######## divisor_bcd_salida ########
divisor_bcd_salida/pins.png
(2 px per µm) Pins as bars across the die edge, other pins in gray.
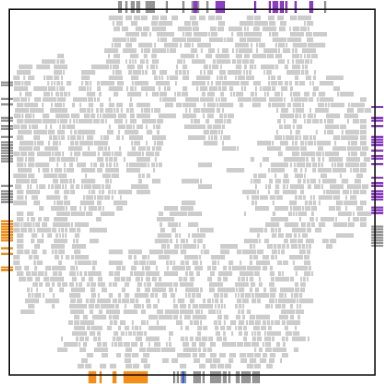

`src/rtl/divisor_pkg.sv`:
```
// Shared types and defaults for the divider BCD result stage.
package divisor_pkg;

  typedef enum logic [1:0] {
    S_IDLE,
    S_AJUSTE,
    S_DESPLAZA,
    S_FIN
  } estado_bcd_t;

  localparam int TAMANYO_DEF = 32;
  localparam int DIGITOS_DEF = 10;

  function automatic int ancho_cont(input int t);
    return (t > 1) ? $clog2(t) : 1;
  endfunction

endpackage

```
`src/rtl/ajuste_bcd.sv`:
```
// Per-nibble double-dabble corrector: digits >= 5 get +3.
module ajuste_bcd #(
  parameter int DIGITOS = 10
) (
  input  logic [4*DIGITOS-1:0] i_bcd,
  output logic [4*DIGITOS-1:0] o_bcd
);

  for (genvar g = 0; g < DIGITOS; g++) begin : g_dig
    logic [3:0] w_nib;
    assign w_nib = i_bcd[4*g +: 4];
    assign o_bcd[4*g +: 4] =
      (w_nib >= 4'd5) ? (w_nib + 4'd3) : w_nib;
  end

endmodule

```
`src/rtl/divisor_bcd_salida.sv`:
```
// Divider result stage: captures signed quotient/remainder on Done
// and converts both magnitudes to packed BCD by shift-and-add-3.
module divisor_bcd_salida
  import divisor_pkg::*;
#(
  parameter int tamanyo = TAMANYO_DEF,
  parameter int DIGITOS = DIGITOS_DEF
) (
  input  logic                 CLK,
  input  logic                 RST,
  input  logic                 Done_in,
  input  logic [tamanyo-1:0]   Coc_in,
  input  logic [tamanyo-1:0]   Res_in,
  output logic [4*DIGITOS-1:0] BCD_Coc,
  output logic [4*DIGITOS-1:0] BCD_Res,
  output logic                 Sign_Coc,
  output logic                 Sign_Res,
  output logic                 Valid,
  output logic                 Busy
);

  localparam int W  = 4 * DIGITOS;
  localparam int CW = ancho_cont(tamanyo);
  localparam logic [CW-1:0] CONT_INI = CW'(tamanyo - 1);
  localparam logic [CW-1:0] CONT_UNO = CW'(1);
  localparam logic [tamanyo-1:0] UNO = tamanyo'(1);

  estado_bcd_t r_estado;
  estado_bcd_t w_sig;

  logic               r_done_prev;
  logic               w_start;
  logic [CW-1:0]      r_cont;
  logic [tamanyo-1:0] r_mag_coc;
  logic [tamanyo-1:0] r_mag_res;
  logic [W-1:0]       r_sh_coc;
  logic [W-1:0]       r_sh_res;
  logic [W-1:0]       w_adj_coc;
  logic [W-1:0]       w_adj_res;
  logic [W-1:0]       r_bcd_coc;
  logic [W-1:0]       r_bcd_res;
  logic               r_sign_coc;
  logic               r_sign_res;
  logic               r_valid;

  assign w_start = Done_in & ~r_done_prev;

  ajuste_bcd #(.DIGITOS(DIGITOS)) u_adj_coc (
    .i_bcd (r_sh_coc),
    .o_bcd (w_adj_coc)
  );

  ajuste_bcd #(.DIGITOS(DIGITOS)) u_adj_res (
    .i_bcd (r_sh_res),
    .o_bcd (w_adj_res)
  );

  always_ff @(posedge CLK) begin
    if (RST) r_estado <= S_IDLE;
    else     r_estado <= w_sig;
  end

  always_comb begin
    w_sig = r_estado;
    unique case (r_estado)
      S_IDLE:     if (w_start) w_sig = S_AJUSTE;
      S_AJUSTE:   w_sig = S_DESPLAZA;
      S_DESPLAZA: w_sig = (r_cont == '0) ? S_FIN : S_AJUSTE;
      S_FIN:      w_sig = S_IDLE;
      default:    w_sig = S_IDLE;
    endcase
  end

  always_ff @(posedge CLK) begin
    if (RST) begin
      r_done_prev <= 1'b0;
      r_cont      <= '0;
      r_mag_coc   <= '0;
      r_mag_res   <= '0;
      r_sh_coc    <= '0;
      r_sh_res    <= '0;
      r_bcd_coc   <= '0;
      r_bcd_res   <= '0;
      r_sign_coc  <= 1'b0;
      r_sign_res  <= 1'b0;
      r_valid     <= 1'b0;
    end else begin
      r_done_prev <= Done_in;
      unique case (r_estado)
        S_IDLE: begin
          if (w_start) begin
            r_sign_coc <= Coc_in[tamanyo-1];
            r_sign_res <= Res_in[tamanyo-1];
            r_mag_coc  <= Coc_in[tamanyo-1] ?
                          (~Coc_in + UNO) : Coc_in;
            r_mag_res  <= Res_in[tamanyo-1] ?
                          (~Res_in + UNO) : Res_in;
            r_sh_coc   <= '0;
            r_sh_res   <= '0;
            r_cont     <= CONT_INI;
            r_valid    <= 1'b0;
          end
        end
        S_AJUSTE: begin
          r_sh_coc <= w_adj_coc;
          r_sh_res <= w_adj_res;
        end
        S_DESPLAZA: begin
          // Magnitude MSB feeds the BCD LSB on each shift.
          r_sh_coc  <= {r_sh_coc[W-2:0], r_mag_coc[tamanyo-1]};
          r_sh_res  <= {r_sh_res[W-2:0], r_mag_res[tamanyo-1]};
          r_mag_coc <= {r_mag_coc[tamanyo-2:0], 1'b0};
          r_mag_res <= {r_mag_res[tamanyo-2:0], 1'b0};
          r_cont    <= r_cont - CONT_UNO;
        end
        S_FIN: begin
          r_bcd_coc <= r_sh_coc;
          r_bcd_res <= r_sh_res;
          r_valid   <= 1'b1;
        end
        default: ;
      endcase
    end
  end

  assign BCD_Coc  = r_bcd_coc;
  assign BCD_Res  = r_bcd_res;
  assign Sign_Coc = r_sign_coc;
  assign Sign_Res = r_sign_res;
  assign Valid    = r_valid;
  assign Busy     = (r_estado != S_IDLE);

endmodule

```
`config.mk`:
```
export PLATFORM = sky130hd
export DESIGN_NAME = divisor_bcd_salida
export DESIGN_NICKNAME = d
export VERILOG_FILES = /design/src/rtl/divisor_pkg.sv /design/src/rtl/ajuste_bcd.sv /design/src/rtl/divisor_bcd_salida.sv
export SDC_FILE = /design/constraint.sdc
export NUM_CORES = 1
export LEC_CHECK = 0
export CORE_UTILIZATION = 40
export DETAILED_ROUTE_END_ITERATION = 10
export PLACE_DENSITY = 0.72
export SLEW_MARGIN = 20
export SYNTH_ARGS = -nofsm -noshare
export SYNTH_HDL_FRONTEND = slang
export SYNTH_SLANG_ARGS = --single-unit
export TNS_END_PERCENT = 20
```
`constraint.sdc`:
```
create_clock -name CLK -period 3 [get_ports CLK]
set_input_delay 0.3 -clock CLK [delete_from_list [all_inputs] [get_ports CLK]]
set_output_delay 0.3 -clock CLK [all_outputs]
set_load 0.03 [all_outputs]
```
######## cpu_run_ctrl ########
`config.mk`:
```
export PLATFORM = sky130hd
export DESIGN_NAME = cpu_run_ctrl
export DESIGN_NICKNAME = d
export VERILOG_FILES = /design/src/rtl/cpu_dbg_pkg.sv /design/src/rtl/cpu_bp_match.sv /design/src/rtl/cpu_run_ctrl.sv
export SDC_FILE = /design/constraint.sdc
export NUM_CORES = 1
export LEC_CHECK = 0
export ABC_AREA = 1
export CAP_MARGIN = 20
export CORE_MARGIN = 10
export CORE_UTILIZATION = 40
export CTS_BUF_LIST = sky130_fd_sc_hd__clkbuf_8
export DETAILED_ROUTE_END_ITERATION = 8
export HOLD_SLACK_MARGIN = 0.12
export PLACE_DENSITY = 0.84
export REMOVE_ABC_BUFFERS = 1
export SYNTH_ARGS = -nofsm -noshare
export SYNTH_HDL_FRONTEND = slang
export SYNTH_SLANG_ARGS = --single-unit
```
`constraint.sdc`:
```
create_clock -name clk -period 1.89 [get_ports clk]
set_input_delay 0.378 -clock clk [delete_from_list [all_inputs] [get_ports clk]]
set_output_delay 0.378 -clock clk [all_outputs]
set_load 0.005 [all_outputs]
```
`src/rtl/cpu_dbg_pkg.sv`:
```
// Shared run-control encodings and default widths for the CPU debug logic.
package cpu_dbg_pkg;

  localparam int CNT_W_DEF  = 32;
  localparam int STEP_W_DEF = 8;

  typedef enum logic [1:0] {
    ST_HALTED = 2'b00,
    ST_RUN    = 2'b01,
    ST_STEP   = 2'b10
  } run_state_e;

  typedef enum logic [1:0] {
    HC_NONE       = 2'b00,
    HC_HOST       = 2'b01,
    HC_STEP_DONE  = 2'b10,
    HC_BREAKPOINT = 2'b11
  } halt_cause_e;

  // Instruction fetches are word aligned, so the byte offset never takes part.
  function automatic logic pc_word_eq(input logic [31:0] a, input logic [31:0] b);
    return a[31:2] == b[31:2];
  endfunction

endpackage

```
`src/rtl/cpu_bp_match.sv`:
```
// Single hardware PC breakpoint: address comparator plus the armed flag that
// lets execution resume past the breakpoint instruction exactly once.
module cpu_bp_match
  import cpu_dbg_pkg::*;
(
  input  logic        clk,
  input  logic        rst_n,
  input  logic        bp_en,
  input  logic [31:0] bp_addr,
  input  logic [31:0] pc_cur,
  input  logic        bp_clear,
  input  logic        commit,
  output logic        bp_match
);

  logic bp_armed;

  // Disarmed by a breakpoint halt, re-armed by the next committed instruction.
  always_ff @(posedge clk) begin
    if (!rst_n) begin
      bp_armed <= 1'b1;
    end else if (bp_clear) begin
      bp_armed <= 1'b0;
    end else if (commit) begin
      bp_armed <= 1'b1;
    end
  end

  assign bp_match = bp_en & bp_armed & pc_word_eq(pc_cur, bp_addr);

endmodule

```
`src/rtl/cpu_run_ctrl.sv`:
```
// Run-control sequencer: halt / run / N-step / breakpoint, producing the
// commit enable for the PC and register file plus a retired-instruction count.
module cpu_run_ctrl
  import cpu_dbg_pkg::*;
#(
  parameter bit AUTO_RUN = 1'b0,
  parameter int CNT_W    = CNT_W_DEF,
  parameter int STEP_W   = STEP_W_DEF
) (
  input  logic              clk,
  input  logic              rst_n,
  input  logic              run_req,
  input  logic              halt_req,
  input  logic              step_req,
  input  logic [STEP_W-1:0] step_n,
  input  logic              bp_en,
  input  logic [31:0]       bp_addr,
  input  logic [31:0]       pc_cur,
  output logic              pc_we,
  output logic              halted,
  output logic [1:0]        run_state,
  output logic [1:0]        halt_cause,
  output logic [CNT_W-1:0]  instr_cnt
);

  run_state_e        state;
  halt_cause_e       cause;
  logic [STEP_W-1:0] step_cnt;
  logic              auto_pend;
  logic              auto_go;
  logic              active;
  logic              commit;
  logic              bp_match;
  logic              bp_clear;

  function automatic logic [STEP_W-1:0] step_load(input logic [STEP_W-1:0] n);
    return (n == '0) ? STEP_W'(1) : n;
  endfunction

  cpu_bp_match u_bp (
    .clk      (clk),
    .rst_n    (rst_n),
    .bp_en    (bp_en),
    .bp_addr  (bp_addr),
    .pc_cur   (pc_cur),
    .bp_clear (bp_clear),
    .commit   (commit),
    .bp_match (bp_match)
  );

  assign active   = (state != ST_HALTED);
  // A host halt outranks a breakpoint, so it must not disarm the breakpoint.
  assign commit   = rst_n & active & ~halt_req & ~bp_match;
  assign bp_clear = rst_n & active & ~halt_req & bp_match;
  assign auto_go  = AUTO_RUN & auto_pend;

  assign pc_we      = commit;
  assign run_state  = state;
  assign halt_cause = cause;

  always_ff @(posedge clk) begin
    if (!rst_n) begin
      state     <= ST_HALTED;
      halted    <= 1'b1;
      cause     <= HC_NONE;
      step_cnt  <= '0;
      auto_pend <= 1'b1;
    end else begin
      auto_pend <= 1'b0;
      unique case (state)
        ST_HALTED: begin
          if (!halt_req) begin
            if (step_req) begin
              state    <= ST_STEP;
              halted   <= 1'b0;
              step_cnt <= step_load(step_n);
            end else if (run_req || auto_go) begin
              state  <= ST_RUN;
              halted <= 1'b0;
            end
          end
        end
        ST_RUN, ST_STEP: begin
          if (halt_req) begin
            state    <= ST_HALTED;
            halted   <= 1'b1;
            cause    <= HC_HOST;
            step_cnt <= '0;
          end else if (bp_match) begin
            state    <= ST_HALTED;
            halted   <= 1'b1;
            cause    <= HC_BREAKPOINT;
            step_cnt <= '0;
          end else if (state == ST_STEP) begin
            step_cnt <= step_cnt - STEP_W'(1);
            if (step_cnt == STEP_W'(1)) begin
              state  <= ST_HALTED;
              halted <= 1'b1;
              cause  <= HC_STEP_DONE;
            end
          end
        end
        default: begin
          state    <= ST_HALTED;
          halted   <= 1'b1;
          step_cnt <= '0;
        end
      endcase
    end
  end

  // Free-running count of retired instructions; wraps silently.
  always_ff @(posedge clk) begin
    if (!rst_n) begin
      instr_cnt <= '0;
    end else if (commit) begin
      instr_cnt <= instr_cnt + CNT_W'(1);
    end
  end

endmodule

```
cpu_run_ctrl/pins.png
(4 px per µm) Pins as bars across the die edge, other pins in gray.
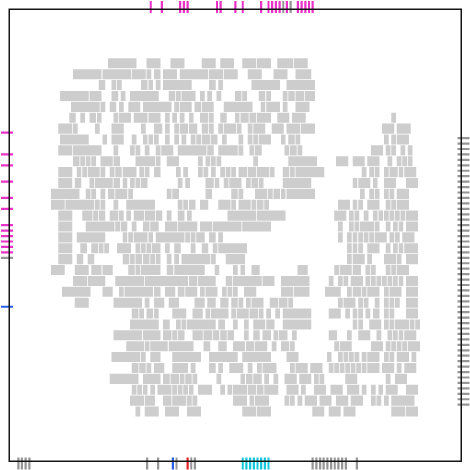
[halt_req] red | pins: 1 | direction: input | edge: bottom
[instr_cnt] magenta | pins: 32 | direction: output | edge: 20 top, 12 left
[halt_cause] blue | pins: 2 | direction: output | edge: 1 left, 1 bottom
[step_n] cyan | pins: 8 | direction: input | edge: bottom
all pins by edge: 50 right, 30 bottom, 22 top, 14 left
Die Height: 113 µm
die x size: 113 µm
Port-buffer cells: 111

==> summary.txt, cpu_run_ctrl <==
flow finished, numbers: logic area=0.00219 mm², post-route ant nets=0, CP peak stage delay=0.24 ns, Synth cell types=34, Crit. Startpoint=bp_addr[10], flip-flops=46, met2 Resource Use GR=28.0%, GRT busiest layer=met2, met1 usage=21.0%, Setup WS post-layout=0.0514 ns, Final Skew=0.0109 ns, simple share=41.2%, PwrDens=541 mW/mm², synthesized area per cell=5.99 µm², Flops after synth=46, Vias=3937, Top Ports=116, Top pwr grp=registers, ys async rst share=0%, Leakage Power=2.15 nW, Post-Place Cells=792, CTS sink count=46, largest class=logic gates, clock latency on the worst-skew pair=0.31 ns, Bufs and invs on worst path=3, Yosys chip area=0.00343 mm², status=finished, final reports clean, CP Depth=10, Register-to-Register Path Depth=8, cell count after synthesis=573
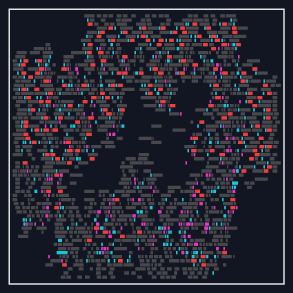
divisor_bcd_salida/gate_families.png
(1.5 px per µm)
[NAND gates] magenta | cells: 128 | most used: nand2_1 | where: widely spread
[multiplexers] red | cells: 156 | most used: mux2i_1
[NOR gates] cyan | cells: 267 | most used: nor2_1 | where: widely spread
combinational share of cell area: 47.6%
final cell count without fillers: 2058

About divisor_bcd_salida/pins.png:
[Valid] blue | pins: 1 | direction: output | edge: bottom
[BCD_Res] purple | pins: 40 | direction: output | edge: 22 right, 18 top
[Coc_in] orange | pins: 32 | direction: input | edge: 20 bottom, 12 left
all pins by edge: 50 bottom, 36 top, 35 left, 30 right

==> summary.txt, divisor_bcd_salida <==
flow finished, numbers: part of the power in registers=38.3%, Vias=11600, Crit. Startpoint=r_estado[0]$_SDFFE_PP0P_, WL met2=15.9 mm, Post-synth seq share=36.2%, CP Cell Sequence=inv_1 > ha_2 > inv_1 > clkdlybuf4s50_1, status=finished, final reports clean, Top pwr grp=registers, M3 GR Usage=2.10%, ANT cells=0, count of library flops with an enable pin=0, Bufs and invs on worst path=3, Comb group=0.00236 W, clock buf count=38, layout cell share with drive strength beyond 1=8.76%, CTS tree=yes, type of the worst min-delay path=input pin to register, crit path time final=2.75 ns, Final period util=91.6%, CP peak stage delay=0.75 ns, most instantiated logic cell after routing=dfxtp_1, RR Endpoint=r_mag_res[17]$_SDFFE_PP0P_, most frequent cells in the layout=235 x dfxtp_1, 214 x nor2_1, 149 x clkdlybuf4s50_1, placed instance area=0.0149 mm², simple share=15.9%, Final nets=1754, GRT Total Usage=20.0%, initial core utilization=40.9%, Compound Share, Synth=20.0%, synthesized cell area=0.0130 mm², Required @ worst endpoint=2.70 ns, Main area contributors=dfxtp_1 36%, mux2i_1 9.1%, nor2_1 6.2%, VDD IR max=377 µV, post-route setup TNS=0 ns, Comb pwr share=26.1%

==> screenshots <==
Routing congestion map.
image #1
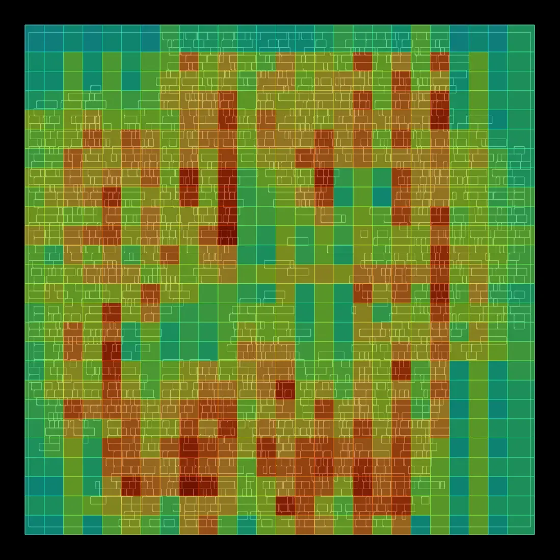
image #2
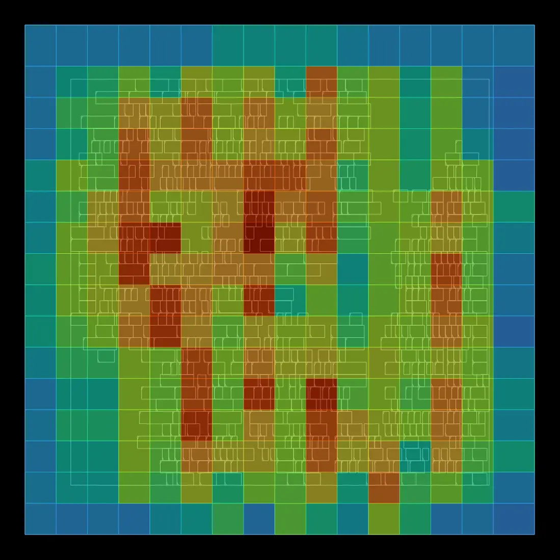
cpu_run_ctrl: image #2
divisor_bcd_salida: image #1
- most wire per cell: image #1


######## decode_thread_arbiter ########
decode_thread_arbiter/final_congestion.png
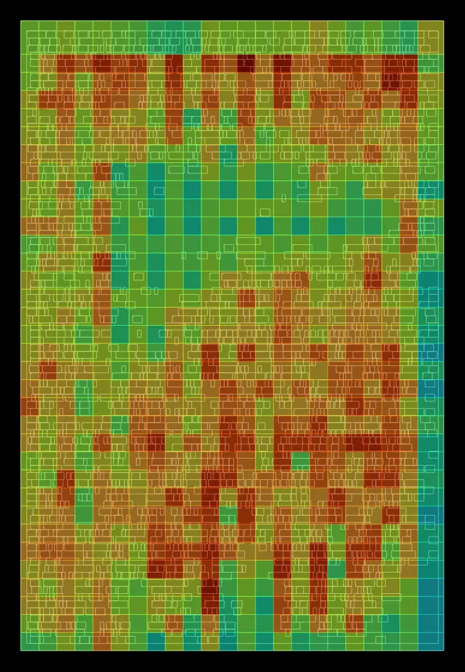

`src/rtl/decode_thread_arbiter.sv`:
```
// Round-robin arbiter that shares one decode stage between two fetch threads and
// registers the selected instruction bundle. Optional perf counters: DECODE_ARB_PERF_COUNTERS_EN.
module decode_thread_arbiter #(
    parameter int addressWidth            = 64,
    parameter int instructionWidth        = 32,
    parameter int PrimOpcodeSize          = 6,
    parameter int PidSize                 = 20,
    parameter int TidSize                 = 16,
    parameter int instructionCounterWidth = 64
) (
    input  logic                               clock_i,
    input  logic                               reset_i,

    input  logic                               t0_valid_i,
    input  logic [instructionWidth-1:0]        t0_instruction_i,
    input  logic [addressWidth-1:0]            t0_address_i,
    input  logic                               t0_is64Bit_i,
    input  logic [PidSize-1:0]                 t0_pid_i,
    input  logic [TidSize-1:0]                 t0_tid_i,
    output logic                               t0_ready_o,

    input  logic                               t1_valid_i,
    input  logic [instructionWidth-1:0]        t1_instruction_i,
    input  logic [addressWidth-1:0]            t1_address_i,
    input  logic                               t1_is64Bit_i,
    input  logic [PidSize-1:0]                 t1_pid_i,
    input  logic [TidSize-1:0]                 t1_tid_i,
    output logic                               t1_ready_o,

    input  logic [1:0]                         flush_i,
    input  logic                               stall_i,

    output logic                               enable_o,
    output logic [instructionWidth-1:0]        instruction_o,
    output logic [PrimOpcodeSize-1:0]          instructionOpcode_o,
    output logic [addressWidth-1:0]            instructionAddress_o,
    output logic                               is64Bit_o,
    output logic [PidSize-1:0]                 instructionPid_o,
    output logic [TidSize-1:0]                 instructionTid_o,
    output logic [instructionCounterWidth-1:0] instructionMajId_o,
    output logic                               threadSel_o
`ifdef DECODE_ARB_PERF_COUNTERS_EN
    ,
    output logic [31:0]                        grantCnt0_o,
    output logic [31:0]                        grantCnt1_o,
    output logic [31:0]                        stallCnt_o
`endif
);

    logic [1:0] validVec;
    logic [1:0] effValid;
    logic [1:0] ready;
    logic [1:0] transfer;
    logic       canAccept;
    logic       grant;
    logic       lastGrant;
    logic       anyTransfer;
    logic       selNext;
    logic [instructionCounterWidth-1:0] majCntView [2];

    assign validVec  = {t1_valid_i, t0_valid_i};
    // A flushed thread drops out of arbitration so the other can still win this cycle.
    assign effValid  = validVec & ~flush_i;
    assign canAccept = !enable_o || !stall_i;

    always_comb begin
        grant = !lastGrant;
        case (effValid)
            2'b01:   grant = 1'b0;
            2'b10:   grant = 1'b1;
            default: grant = !lastGrant;
        endcase
    end

    generate
        for (genvar gi = 0; gi < 2; gi++) begin : gThread
            logic [instructionCounterWidth-1:0] majCnt;

            assign ready[gi]      = reset_i && canAccept && (grant == 1'(gi)) && !flush_i[gi];
            assign transfer[gi]   = ready[gi] && validVec[gi];
            assign majCntView[gi] = majCnt;

            // Major IDs survive flushes; only reset clears them.
            always_ff @(posedge clock_i) begin
                if (!reset_i) begin
                    majCnt <= '0;
                end else if (transfer[gi]) begin
                    majCnt <= majCnt + instructionCounterWidth'(1);
                end
            end
        end
    endgenerate

    assign t0_ready_o  = ready[0];
    assign t1_ready_o  = ready[1];
    assign anyTransfer = |transfer;
    assign selNext     = transfer[1];

    always_ff @(posedge clock_i) begin
        if (!reset_i) begin
            enable_o             <= 1'b0;
            instruction_o        <= '0;
            instructionAddress_o <= '0;
            is64Bit_o            <= 1'b0;
            instructionPid_o     <= '0;
            instructionTid_o     <= '0;
            instructionMajId_o   <= '0;
            threadSel_o          <= 1'b0;
            lastGrant            <= 1'b1;
        end else if (anyTransfer) begin
            enable_o             <= 1'b1;
            instruction_o        <= selNext ? t1_instruction_i : t0_instruction_i;
            instructionAddress_o <= selNext ? t1_address_i : t0_address_i;
            is64Bit_o            <= selNext ? t1_is64Bit_i : t0_is64Bit_i;
            instructionPid_o     <= selNext ? t1_pid_i : t0_pid_i;
            instructionTid_o     <= selNext ? t1_tid_i : t0_tid_i;
            instructionMajId_o   <= majCntView[selNext];
            threadSel_o          <= selNext;
            lastGrant            <= selNext;
        end else if (canAccept || flush_i[threadSel_o]) begin
            // Flushing the owning thread kills the held bundle even while stalled.
            enable_o <= 1'b0;
        end
    end

    // Opcode is instruction bits 0..5 in big-endian numbering, i.e. the top bits here.
    assign instructionOpcode_o = instruction_o[instructionWidth-1 -: PrimOpcodeSize];

`ifdef DECODE_ARB_PERF_COUNTERS_EN
    always_ff @(posedge clock_i) begin
        if (!reset_i) begin
            grantCnt0_o <= '0;
            grantCnt1_o <= '0;
            stallCnt_o  <= '0;
        end else begin
            if (transfer[0]) grantCnt0_o <= grantCnt0_o + 32'd1;
            if (transfer[1]) grantCnt1_o <= grantCnt1_o + 32'd1;
            if (enable_o && stall_i) stallCnt_o <= stallCnt_o + 32'd1;
        end
    end
`endif

endmodule

```
`config.mk`:
```
export PLATFORM = sky130hd
export DESIGN_NAME = decode_thread_arbiter
export DESIGN_NICKNAME = d
export VERILOG_FILES = /design/src/rtl/decode_thread_arbiter.sv
export SDC_FILE = /design/constraint.sdc
export NUM_CORES = 1
export LEC_CHECK = 0
export CAP_MARGIN = 10
export CORE_ASPECT_RATIO = 1.5
export CORE_MARGIN = 2
export CORE_UTILIZATION = 40
export CTS_CLUSTER_DIAMETER = 100
export DETAILED_ROUTE_END_ITERATION = 10
export PLACE_DENSITY = 0.72
export SKIP_LAST_GASP = 1
export SLEW_MARGIN = 30
export SYNTH_ARGS = -nofsm -noshare
export SYNTH_HDL_FRONTEND = slang
export SYNTH_SLANG_ARGS = --single-unit
```
`constraint.sdc`:
```
create_clock -name clock_i -period 6.6 [get_ports clock_i]
set_input_delay 1.32 -clock clock_i [delete_from_list [all_inputs] [get_ports clock_i]]
set_output_delay 1.32 -clock clock_i [all_outputs]
set_load 0.01 [all_outputs]
```
######## mem_access_unit_flat ########
<file path="config.mk">
export PLATFORM = sky130hd
export DESIGN_NAME = mem_access_unit_flat
export DESIGN_NICKNAME = d
export VERILOG_FILES = /design/src/rtl/mem_access_pkg.sv /design/src/rtl/mem_access_unit_if.sv /design/src/rtl/load_align.sv /design/src/rtl/mem_access_unit.sv /design/src/flat_wrapper.sv
export SDC_FILE = /design/constraint.sdc
export NUM_CORES = 1
export LEC_CHECK = 0
export CAP_MARGIN = 20
export CELL_PAD_IN_SITES_DETAIL_PLACEMENT = 0
export CELL_PAD_IN_SITES_GLOBAL_PLACEMENT = 1
export CORE_MARGIN = 4
export CORE_UTILIZATION = 27
export DETAILED_ROUTE_END_ITERATION = 8
export PLACE_DENSITY_LB_ADDON = 0.12
export SKIP_LAST_GASP = 1
export SLEW_MARGIN = 20
export SYNTH_ARGS = -nofsm -noshare
export SYNTH_HDL_FRONTEND = slang
export SYNTH_SLANG_ARGS = --single-unit
</file>
<file path="constraint.sdc">
create_clock -name clk -period 3.7 [get_ports clk]
set_input_delay 1.11 -clock clk [delete_from_list [all_inputs] [get_ports clk]]
set_output_delay 1.11 -clock clk [all_outputs]
set_load 0.03 [all_outputs]
</file>
<file path="src/rtl/mem_access_pkg.sv">
// Shared types, funct3 encodings and lane helpers for the load/store unit.
package mem_access_pkg;

    localparam int unsigned DataW = 32;

    localparam logic [2:0] F3_B  = 3'b000;
    localparam logic [2:0] F3_H  = 3'b001;
    localparam logic [2:0] F3_W  = 3'b010;
    localparam logic [2:0] F3_BU = 3'b100;
    localparam logic [2:0] F3_HU = 3'b101;

    typedef enum logic {
        IDLE   = 1'b0,
        RMW_WR = 1'b1
    } lsu_state_t;

    typedef enum logic [1:0] {
        SZ_B,
        SZ_H,
        SZ_W
    } access_size_t;

    // The unused encodings 011/110/111 fall through to word accesses.
    function automatic access_size_t access_size(input logic [2:0] funct3);
        access_size_t size;
        case (funct3[1:0])
            2'b00:   size = SZ_B;
            2'b01:   size = SZ_H;
            default: size = SZ_W;
        endcase
        return size;
    endfunction

    function automatic logic [DataW-1:0] lane_merge(input logic [DataW-1:0] word,
                                                    input logic [DataW-1:0] data,
                                                    input logic [1:0]       off,
                                                    input access_size_t     size);
        logic [DataW-1:0] merged;
        merged = word;
        case (size)
            SZ_B: merged[{off, 3'b000} +: 8] = data[7:0];
            SZ_H: begin
                if (off[1]) merged[31:16] = data[15:0];
                else        merged[15:0]  = data[15:0];
            end
            default: merged = data;
        endcase
        return merged;
    endfunction

endpackage

</file>
<file path="src/rtl/mem_access_unit_if.sv">
// Word-addressed data-memory port between the load/store unit and the memory.
interface mem_access_unit_if #(
    parameter int unsigned DM_ADDRESS = 9,
    parameter int unsigned DATA_W     = 32
) ();

    logic                  dm_MemRead;
    logic                  dm_MemWrite;
    logic [DM_ADDRESS-1:0] dm_a;
    logic [DATA_W-1:0]     dm_wd;
    logic [DATA_W-1:0]     dm_rd;

    modport master (
        output dm_MemRead,
        output dm_MemWrite,
        output dm_a,
        output dm_wd,
        input  dm_rd
    );

    modport slave (
        input  dm_MemRead,
        input  dm_MemWrite,
        input  dm_a,
        input  dm_wd,
        output dm_rd
    );

endinterface

</file>
<file path="src/rtl/load_align.sv">
// Selects the byte/half lane of a read word and sign- or zero-extends it.
module load_align
    import mem_access_pkg::*;
(
    input  logic [DataW-1:0] dm_rd_i,
    input  logic [1:0]       off_i,
    input  logic [2:0]       funct3_i,
    output logic [DataW-1:0] load_data_o
);

    logic [7:0]  byte_lane;
    logic [15:0] half_lane;
    logic        sign_ext;

    always_comb begin
        byte_lane = dm_rd_i[{off_i, 3'b000} +: 8];
        half_lane = off_i[1] ? dm_rd_i[31:16] : dm_rd_i[15:0];
        sign_ext  = ~funct3_i[2];
        case (access_size(funct3_i))
            SZ_B:    load_data_o = {{24{sign_ext & byte_lane[7]}}, byte_lane};
            SZ_H:    load_data_o = {{16{sign_ext & half_lane[15]}}, half_lane};
            default: load_data_o = dm_rd_i;
        endcase
    end

endmodule

</file>
<file path="src/rtl/mem_access_unit.sv">
// Load/store unit: word addressing, load alignment, and SB/SH as a two-cycle
// read-modify-write because the data memory has no byte enables.
module mem_access_unit
    import mem_access_pkg::*;
#(
    parameter int unsigned DM_ADDRESS = 9,
    parameter int unsigned DATA_W     = 32
) (
    input  logic               clk,
    input  logic               reset,
    input  logic               MemRead,
    input  logic               MemWrite,
    input  logic [2:0]         funct3,
    input  logic [DATA_W-1:0]  addr,
    input  logic [DATA_W-1:0]  store_data,
    mem_access_unit_if.master  dm,
    output logic [DATA_W-1:0]  load_data,
    output logic               stall,
    output logic               misalign
);

    lsu_state_t            state_q, state_d;
    logic [DATA_W-1:0]     merge_q, merge_d;
    logic [DM_ADDRESS-1:0] addr_q, addr_d;

    logic [DM_ADDRESS-1:0] word_a;
    logic [DATA_W-1:0]     aligned;
    access_size_t          size;
    logic                  bad_align;
    logic                  unused_addr_hi;

    // Upper address bits are dropped so accesses wrap modulo memory size.
    assign word_a         = addr[DM_ADDRESS+1:2];
    assign unused_addr_hi = ^addr[DATA_W-1:DM_ADDRESS+2];

    load_align u_load_align (
        .dm_rd_i     (dm.dm_rd),
        .off_i       (addr[1:0]),
        .funct3_i    (funct3),
        .load_data_o (aligned)
    );

    always_comb begin
        size      = access_size(funct3);
        bad_align = ((size == SZ_H) && addr[0]) || ((size == SZ_W) && (addr[1:0] != 2'b00));

        state_d        = state_q;
        merge_d        = merge_q;
        addr_d         = addr_q;
        dm.dm_MemRead  = 1'b0;
        dm.dm_MemWrite = 1'b0;
        dm.dm_a        = word_a;
        dm.dm_wd       = '0;
        load_data      = aligned;
        stall          = 1'b0;
        misalign       = 1'b0;

        if (reset) begin
            state_d = IDLE;
        end else begin
            case (state_q)
                IDLE: begin
                    if ((MemRead || MemWrite) && bad_align) begin
                        misalign  = 1'b1;
                        load_data = '0;
                    end else if (MemWrite) begin
                        if (size == SZ_W) begin
                            dm.dm_MemWrite = 1'b1;
                            dm.dm_wd       = store_data;
                        end else begin
                            // Read phase: capture the merged word, write it next cycle.
                            dm.dm_MemRead = 1'b1;
                            stall         = 1'b1;
                            merge_d       = lane_merge(dm.dm_rd, store_data, addr[1:0], size);
                            addr_d        = word_a;
                            state_d       = RMW_WR;
                        end
                    end else if (MemRead) begin
                        dm.dm_MemRead = 1'b1;
                    end
                end
                RMW_WR: begin
                    dm.dm_MemWrite = 1'b1;
                    dm.dm_a        = addr_q;
                    dm.dm_wd       = merge_q;
                    state_d        = IDLE;
                end
                default: state_d = IDLE;
            endcase
        end
    end

    always_ff @(posedge clk) begin
        if (reset) state_q <= IDLE;
        else       state_q <= state_d;
    end

    always_ff @(posedge clk) begin
        merge_q <= merge_d;
        addr_q  <= addr_d;
    end

endmodule

</file>
<file path="src/flat_wrapper.sv">
// flat-port wrapper written by rule: the top's interface ports become plain ports
module mem_access_unit_flat import mem_access_pkg::*;
#(
    parameter int unsigned DM_ADDRESS = 9,
    parameter int unsigned DATA_W     = 32
)
  (clk, reset, MemRead, MemWrite, funct3, addr, store_data, load_data, stall, misalign, dm_dm_MemRead, dm_dm_MemWrite, dm_dm_a, dm_dm_wd, dm_dm_rd);
  mem_access_unit_if #(.DM_ADDRESS(DM_ADDRESS), .DATA_W(DATA_W)) dm_i ();
  input  logic clk;
  input  logic reset;
  input  logic MemRead;
  input  logic MemWrite;
  input  logic [2:0] funct3;
  input  logic [DATA_W-1:0] addr;
  input  logic [DATA_W-1:0] store_data;
  output logic [DATA_W-1:0] load_data;
  output logic stall;
  output logic misalign;
  output wire logic [$bits(dm_i.dm_MemRead)-1:0] dm_dm_MemRead;
  output wire logic [$bits(dm_i.dm_MemWrite)-1:0] dm_dm_MemWrite;
  output wire logic [$bits(dm_i.dm_a)-1:0] dm_dm_a;
  output wire logic [$bits(dm_i.dm_wd)-1:0] dm_dm_wd;
  input wire logic [$bits(dm_i.dm_rd)-1:0] dm_dm_rd;
  assign dm_dm_MemRead = dm_i.dm_MemRead;
  assign dm_dm_MemWrite = dm_i.dm_MemWrite;
  assign dm_dm_a = dm_i.dm_a;
  assign dm_dm_wd = dm_i.dm_wd;
  assign dm_i.dm_rd = dm_dm_rd;
  mem_access_unit #(.DM_ADDRESS(DM_ADDRESS), .DATA_W(DATA_W)) u_core (.clk(clk), .reset(reset), .MemRead(MemRead), .MemWrite(MemWrite), .funct3(funct3), .addr(addr), .store_data(store_data), .dm(dm_i), .load_data(load_data), .stall(stall), .misalign(misalign));
endmodule
</file>
######## ddk_pbus_seq ########
[src/rtl/ddk_pbus_seq.sv]
// ddk_pbus_seq -- write/read-back sweep master for the DDK parallel register bus.
//
// For every channel from ch_first to ch_last (inclusive) one register at
// {cfg_hi, ch, cfg_reg} is written with cfg_dat, read back after STROBE_GAP
// cycles, and compared after another SETTLE cycles. A mismatch or missing ack
// is retried up to MAX_RETRY times before the channel is counted as failed.
// Bus strobes are toggle-encoded: every level change of dclk_o is one access.
//
// Ports:
//   tb_clk, tb_rst        clock, asynchronous active-high reset
//   start                 one-cycle sweep request (ignored while busy)
//   cfg_hi/cfg_reg/cfg_dat  address MSB, register offset, data for the sweep
//   ch_first/ch_last      inclusive channel range
//   dclk_o/we_o/adr_o/dat_o  bus strobe (DataClk), write enable, address, data
//   ack_i/dat_i           slave acknowledge and read data
//   busy/done             sweep in progress / one-cycle end-of-sweep pulse
//   err_cnt/last_err_ch/pass_ok  results of the last sweep
module ddk_pbus_seq #(
  parameter int DATA_W     = 8,
  parameter int ADDR_W     = 8,
  parameter int CH_W       = 3,
  parameter int STROBE_GAP = 12,
  parameter int SETTLE     = 3,
  parameter int MAX_RETRY  = 2,
  parameter int ERR_W      = 8
) (
  input  logic                     tb_clk,
  input  logic                     tb_rst,
  input  logic                     start,
  input  logic                     cfg_hi,
  input  logic [ADDR_W-CH_W-2:0]   cfg_reg,
  input  logic [DATA_W-1:0]        cfg_dat,
  input  logic [CH_W-1:0]          ch_first,
  input  logic [CH_W-1:0]          ch_last,
  output logic                     dclk_o,
  output logic                     we_o,
  output logic [ADDR_W-1:0]        adr_o,
  output logic [DATA_W-1:0]        dat_o,
  input  logic                     ack_i,
  input  logic [DATA_W-1:0]        dat_i,
  output logic                     busy,
  output logic                     done,
  output logic [ERR_W-1:0]         err_cnt,
  output logic [CH_W-1:0]          last_err_ch,
  output logic                     pass_ok
);

  localparam int REG_W   = ADDR_W - 1 - CH_W;
  localparam int CNT_MAX = (STROBE_GAP > SETTLE) ? STROBE_GAP : SETTLE;
  localparam int CNT_W   = $clog2(CNT_MAX + 1);
  localparam logic [CNT_W-1:0] GAP_LD    = CNT_W'(STROBE_GAP - 1);
  localparam logic [CNT_W-1:0] SET_LD    = CNT_W'(SETTLE - 1);
  localparam logic [3:0]       RETRY_LIM = 4'(MAX_RETRY);

  typedef enum logic [1:0] {IDLE, WAIT_W, WAIT_R, CHECK} state_t;

  state_t              state_q;
  logic                hi_q;
  logic [REG_W-1:0]    reg_q;
  logic [DATA_W-1:0]   cfg_dat_q;
  logic [CH_W-1:0]     ch_q, ch_last_q;
  logic [3:0]          retry_q;
  logic [CNT_W-1:0]    cnt_q;
  logic                dclk_q, we_q, busy_q, done_q, pass_ok_q;
  logic [ADDR_W-1:0]   adr_q;
  logic [DATA_W-1:0]   dat_q;
  logic [ERR_W-1:0]    err_q;
  logic [CH_W-1:0]     last_err_q;

  logic                pass, retry_left;
  logic [ERR_W-1:0]    err_inc, err_fin;
  logic [CH_W-1:0]     ch_inc;

  always_comb begin
    pass       = ack_i && (dat_i == cfg_dat_q);
    // retry_q counts up to MAX_RETRY, so "fewer than MAX_RETRY" is inequality
    retry_left = (retry_q != RETRY_LIM);
    err_inc    = (&err_q) ? err_q : err_q + 1'b1;
    err_fin    = pass ? err_q : err_inc;
    ch_inc     = ch_q + 1'b1;
  end

  always_ff @(posedge tb_clk or posedge tb_rst) begin
    if (tb_rst) begin
      state_q    <= IDLE;
      hi_q       <= 1'b0;
      reg_q      <= '0;
      cfg_dat_q  <= '0;
      ch_q       <= '0;
      ch_last_q  <= '0;
      retry_q    <= '0;
      cnt_q      <= '0;
      dclk_q     <= 1'b0;
      we_q       <= 1'b0;
      adr_q      <= '0;
      dat_q      <= '0;
      busy_q     <= 1'b0;
      done_q     <= 1'b0;
      err_q      <= '0;
      last_err_q <= '0;
      pass_ok_q  <= 1'b0;
    end else begin
      done_q <= 1'b0;
      unique case (state_q)
        IDLE: begin
          if (start) begin
            hi_q      <= cfg_hi;
            reg_q     <= cfg_reg;
            cfg_dat_q <= cfg_dat;
            ch_last_q <= ch_last;
            ch_q      <= ch_first;
            retry_q   <= '0;
            err_q     <= '0;
            if (ch_first > ch_last) begin
              // empty range: finish on the sampling edge, bus untouched
              done_q    <= 1'b1;
              pass_ok_q <= 1'b1;
            end else begin
              busy_q    <= 1'b1;
              pass_ok_q <= 1'b0;
              adr_q     <= {cfg_hi, ch_first, cfg_reg};
              dat_q     <= cfg_dat;
              we_q      <= 1'b1;
              dclk_q    <= ~dclk_q;
              cnt_q     <= GAP_LD;
              state_q   <= WAIT_W;
            end
          end
        end
        WAIT_W: begin
          if (cnt_q == '0) begin
            we_q    <= 1'b0;
            dclk_q  <= ~dclk_q;
            cnt_q   <= SET_LD;
            state_q <= WAIT_R;
          end else begin
            cnt_q <= cnt_q - 1'b1;
          end
        end
        WAIT_R: begin
          if (cnt_q == '0) state_q <= CHECK;
          else             cnt_q   <= cnt_q - 1'b1;
        end
        CHECK: begin
          if (!pass && retry_left) begin
            retry_q <= retry_q + 1'b1;
            adr_q   <= {hi_q, ch_q, reg_q};
            dat_q   <= cfg_dat_q;
            we_q    <= 1'b1;
            dclk_q  <= ~dclk_q;
            cnt_q   <= GAP_LD;
            state_q <= WAIT_W;
          end else begin
            if (!pass) begin
              err_q      <= err_inc;
              last_err_q <= ch_q;
            end
            // compare against ch_last rather than wrapping, so a range ending
            // at the top channel index still terminates
            if (ch_q == ch_last_q) begin
              busy_q    <= 1'b0;
              done_q    <= 1'b1;
              pass_ok_q <= (err_fin == '0);
              state_q   <= IDLE;
            end else begin
              ch_q    <= ch_inc;
              retry_q <= '0;
              adr_q   <= {hi_q, ch_inc, reg_q};
              dat_q   <= cfg_dat_q;
              we_q    <= 1'b1;
              dclk_q  <= ~dclk_q;
              cnt_q   <= GAP_LD;
              state_q <= WAIT_W;
            end
          end
        end
        default: state_q <= IDLE;
      endcase
    end
  end

  assign dclk_o      = dclk_q;
  assign we_o        = we_q;
  assign adr_o       = adr_q;
  assign dat_o       = dat_q;
  assign busy        = busy_q;
  assign done        = done_q;
  assign err_cnt     = err_q;
  assign last_err_ch = last_err_q;
  assign pass_ok     = pass_ok_q;

endmodule

[config.mk]
export PLATFORM = sky130hd
export DESIGN_NAME = ddk_pbus_seq
export DESIGN_NICKNAME = d
export VERILOG_FILES = /design/src/rtl/ddk_pbus_seq.sv
export SDC_FILE = /design/constraint.sdc
export NUM_CORES = 1
export LEC_CHECK = 0
export CORE_ASPECT_RATIO = 1.1
export CORE_MARGIN = 5
export CORE_UTILIZATION = 42
export DETAILED_ROUTE_END_ITERATION = 10
export PLACE_DENSITY = 0.78
export SLEW_MARGIN = 20
export SYNTH_ARGS = -nofsm -noshare
export SYNTH_HDL_FRONTEND = slang
export SYNTH_SLANG_ARGS = --single-unit
[constraint.sdc]
create_clock -name tb_clk -period 1.95 [get_ports tb_clk]
set_input_delay 0.195 -clock tb_clk [delete_from_list [all_inputs] [get_ports tb_clk]]
set_output_delay 0.195 -clock tb_clk [all_outputs]
set_load 0.1 [all_outputs]

==> screenshots <==
Layout detail.
shot_01.png
Window x 37 to 62, y 20 to 45 µm. Cells in gray, sequential cells in the stronger gray; small squares are vias.
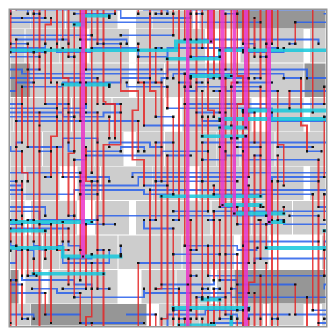
shot_02.png
Window x 49 to 74, y 24 to 49 µm. Cells in gray, sequential cells in the stronger gray; small squares are vias.
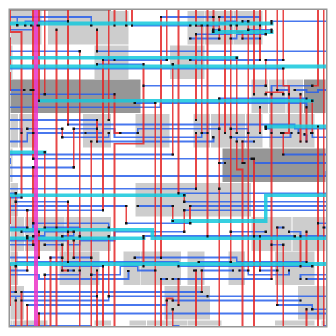
shot_03.png
Window x 68 to 93, y 60 to 85 µm. Cells in gray, sequential cells in the stronger gray; small squares are vias.
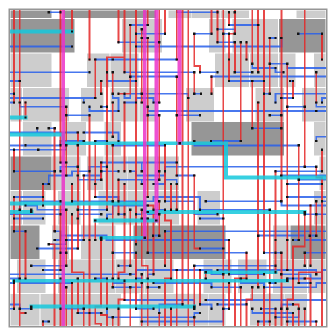
shot_01.png -> ddk_pbus_seq
shot_03.png -> decode_thread_arbiter
shot_02.png -> mem_access_unit_flat

Key to shot_01.png:
[met3] cyan
[met4] magenta
[met1] blue
[met2] red
sequential cells in the window: 3
most frequent: buf_4 (15), buf_6 (5), o21ai_0 (4)
cells with their middle in the window: 67

mem_access_unit_flat/registers.png
(2 px per µm)
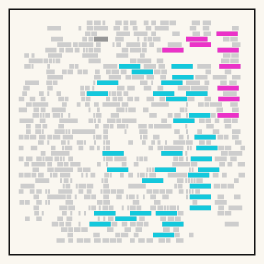
[u_core.merge_q] cyan | placed flops: 32
[u_core.addr_q] magenta | placed flops: 9 | where: upper right
post-layout util: 50.6%
sequential share of cell area: 19.5%
Power Sequential: 0.000545 W
Reg area: 0.00125 mm²

==> summary.txt, mem_access_unit_flat <==
flow finished, numbers: largest net degree at the start of global routing=33, simple share=14.2%, Highest Signal Layer=met4, Commonest flop=edfxtp_1, final cell count without fillers=748, vias in the first global route=3974, Top pwr grp=combinational cells, Yosys chip area=0.00351 mm², Register-to-Register Path Depth=4, Arrival @ worst endpoint=2.56 ns, ys async rst share=0%, final setup violation count=0, WL met2=7.69 mm, max reg flops=32, count of library flops with an enable pin=41, wl on met1=6.88 mm, xor/xnor share=0%, clock buf count=5, internal power=0.00113 W, status=finished, final reports clean, cell count after synthesis=354, dpl hpwl=12.3 mm, Largest type area fraction=35.1%, synthesized area per cell=9.92 µm², switching power=0.000563 W, Clock Power Share=25.5%, Clock-cell share=2.21%, number of vias per cell=5.16, Detailed Route WL=16.1 mm, WS Path Type=input pin to primary output
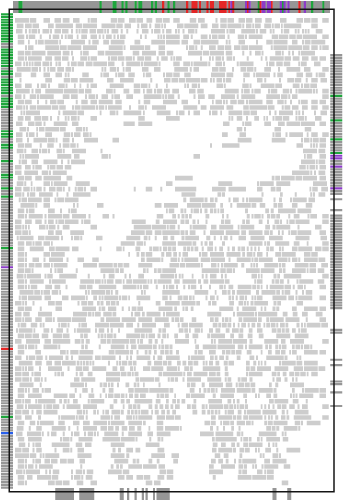
decode_thread_arbiter/pins.png
(2 px per µm) Pins as bars across the die edge, other pins in gray.
[instructionPid_o] red | pins: 20 | direction: output | edge: 19 top, 1 left
[instructionTid_o] purple | pins: 16 | direction: output | edge: 11 top, 4 right, 1 left
[t0_is64Bit_i] blue | pins: 1 | direction: input | edge: left
[t1_address_i] green | pins: 64 | direction: input | edge: 42 left, 18 top, 4 right
Port-buffer cells: 479
Die Height: 240 µm

Notes on decode_thread_arbiter/final_congestion.png above:
GRT Total Usage: 28.1%
met1 usage: 34.7%

==> summary.txt, decode_thread_arbiter <==
flow finished, numbers: met3 WL=5.46 mm, Final Power=0.00454 W, final setup violation count=0, post-route ant nets=0, Comb pwr share=10.5%, Post-CTS Hold Fix Bufs=0, initial antenna violation count=10, hold slack=0.464 ns, Main area contributors=dfxtp_1 44%, nand2_1 11%, a311oi_1 11%, vias in the first global route=15500, count of library flops with an enable pin=0, n_taps=484, most frequent cells after synthesis=455 x nand2_1, 328 x dfxtp_1, 253 x nor2_1, most frequent cell after synthesis=nand2_1, layout cell share with drive strength beyond 1=3.73%, Flops after synth=328, Non-clock buffering overhead=23.9%, clock buf count=54, Max-Cap Viols=0, Clock-cell share=5.42%, simple share=29.7%, Bufs and invs on worst path=3, worst-margin pin slew=0.984 ns, Inverters=16, global-route wire length before repair=86.8 mm, M3 GR Usage=7.76%, Bufs on Longest Clock Path=3, met2 Resource Use GR=47.0%, RSZ-0062 raised after global routing=false, Critical R2R Launch=gThread[1].majCnt[4]$_SDFFE_PN0N_, drt wl/cell=20.6 µm, crit path time final=5.27 ns, max reg flops=128, core area=0.0368 mm², logic area=0.00770 mm², CTS sink count=328, status=finished, final reports clean, sequential share of cell area=31.1%, Biggest register=gThread.majCnt, DRC violations left=0, fin. max-slew vios=0
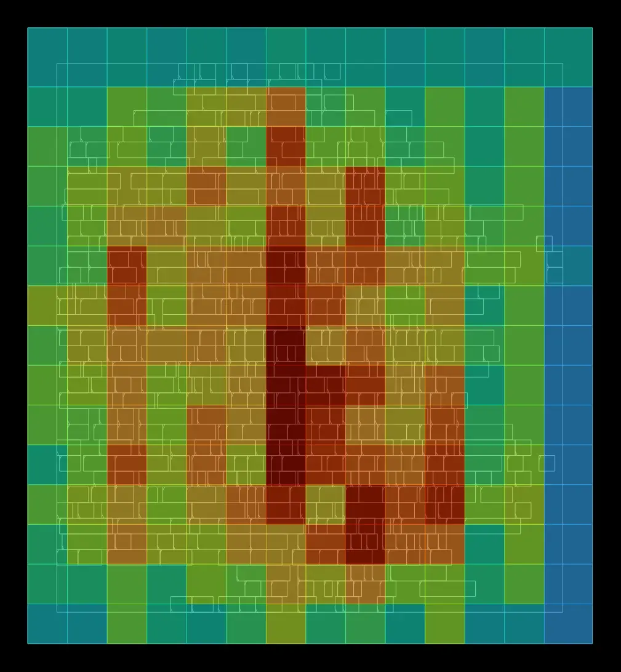
ddk_pbus_seq/final_congestion.png
met2 Resource Use GR: 31.8%
GRT busiest layer: met2
drt wl/cell: 17.6 µm
M3 GR Usage: 4.94%

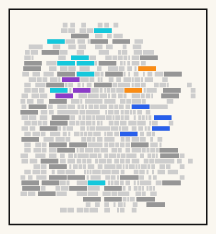
ddk_pbus_seq/registers.png
(2 px per µm)
[state_q] orange | placed flops: 2
[adr_o] cyan | placed flops: 8
[ch_last_q] purple | placed flops: 3
[retry_q] blue | placed flops: 4 | where: middle right

==> summary.txt, ddk_pbus_seq <==
flow finished, numbers: PwrDens=1910 mW/mm², n_taps=111, tool warnings=35, final setup violation count=19, reg2reg setup slack=-0.1 ns, overflow left after global routing=0, Die Height=107 µm, hold slack=0.215 ns, simple share=14.0%, Inverters=18, Final Hold Fails=0, cell count after synthesis=346, most frequent cells in the layout=94 x buf_4, 55 x dfrtp_1, 33 x mux2_2, relative slew slack=68.8%, ANT cells=0, status=complete, but fails checks, fin. max-slew vios=0, die x size=98.1 µm, crit path to=pass_ok$_DFFE_PP0P_, MUX share of area=16.7%, CP max FO=6, Syn. warnings=0, Bufs on Longest Clock Path=2, Setup WS post-layout=-0.0988 ns, failing checks=negative setup slack, worst-margin pin slew=0.468 ns, global-route wire length before repair=16.1 mm, clock root cell=clkbuf_8, drt pass-1 iters=5, Logic Gate Count=255, Post-synth seq share=42.6%, CTS sink count=61, sw frac=48.6%, core area=0.00836 mm², Commonest flop=dfrtp_1


==> gallery <==
Selected gate families.
(2 px per µm)
(a)
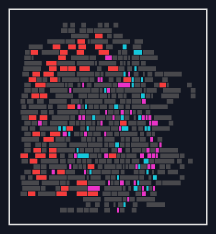
(b)
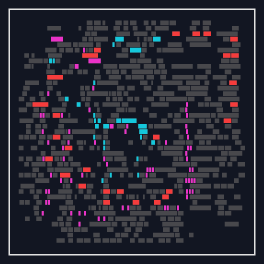
(c)
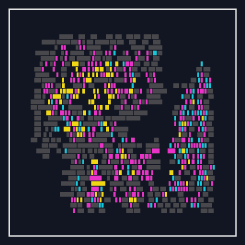
- largest die: (b)
- fewest cells: (a)
- (a) = ddk_pbus_seq
- (c) = cpu_run_ctrl
- (b) = mem_access_unit_flat

Key to (b):
[NOR gates] cyan | cells: 27 | most used: nor2_1
[NAND gates] magenta | cells: 68 | most used: nand2_1
[multiplexers] red | cells: 28 | most used: mux2_2 | where: widely spread

Power figures rest on the tool's default switching activity, not on a simulated workload.
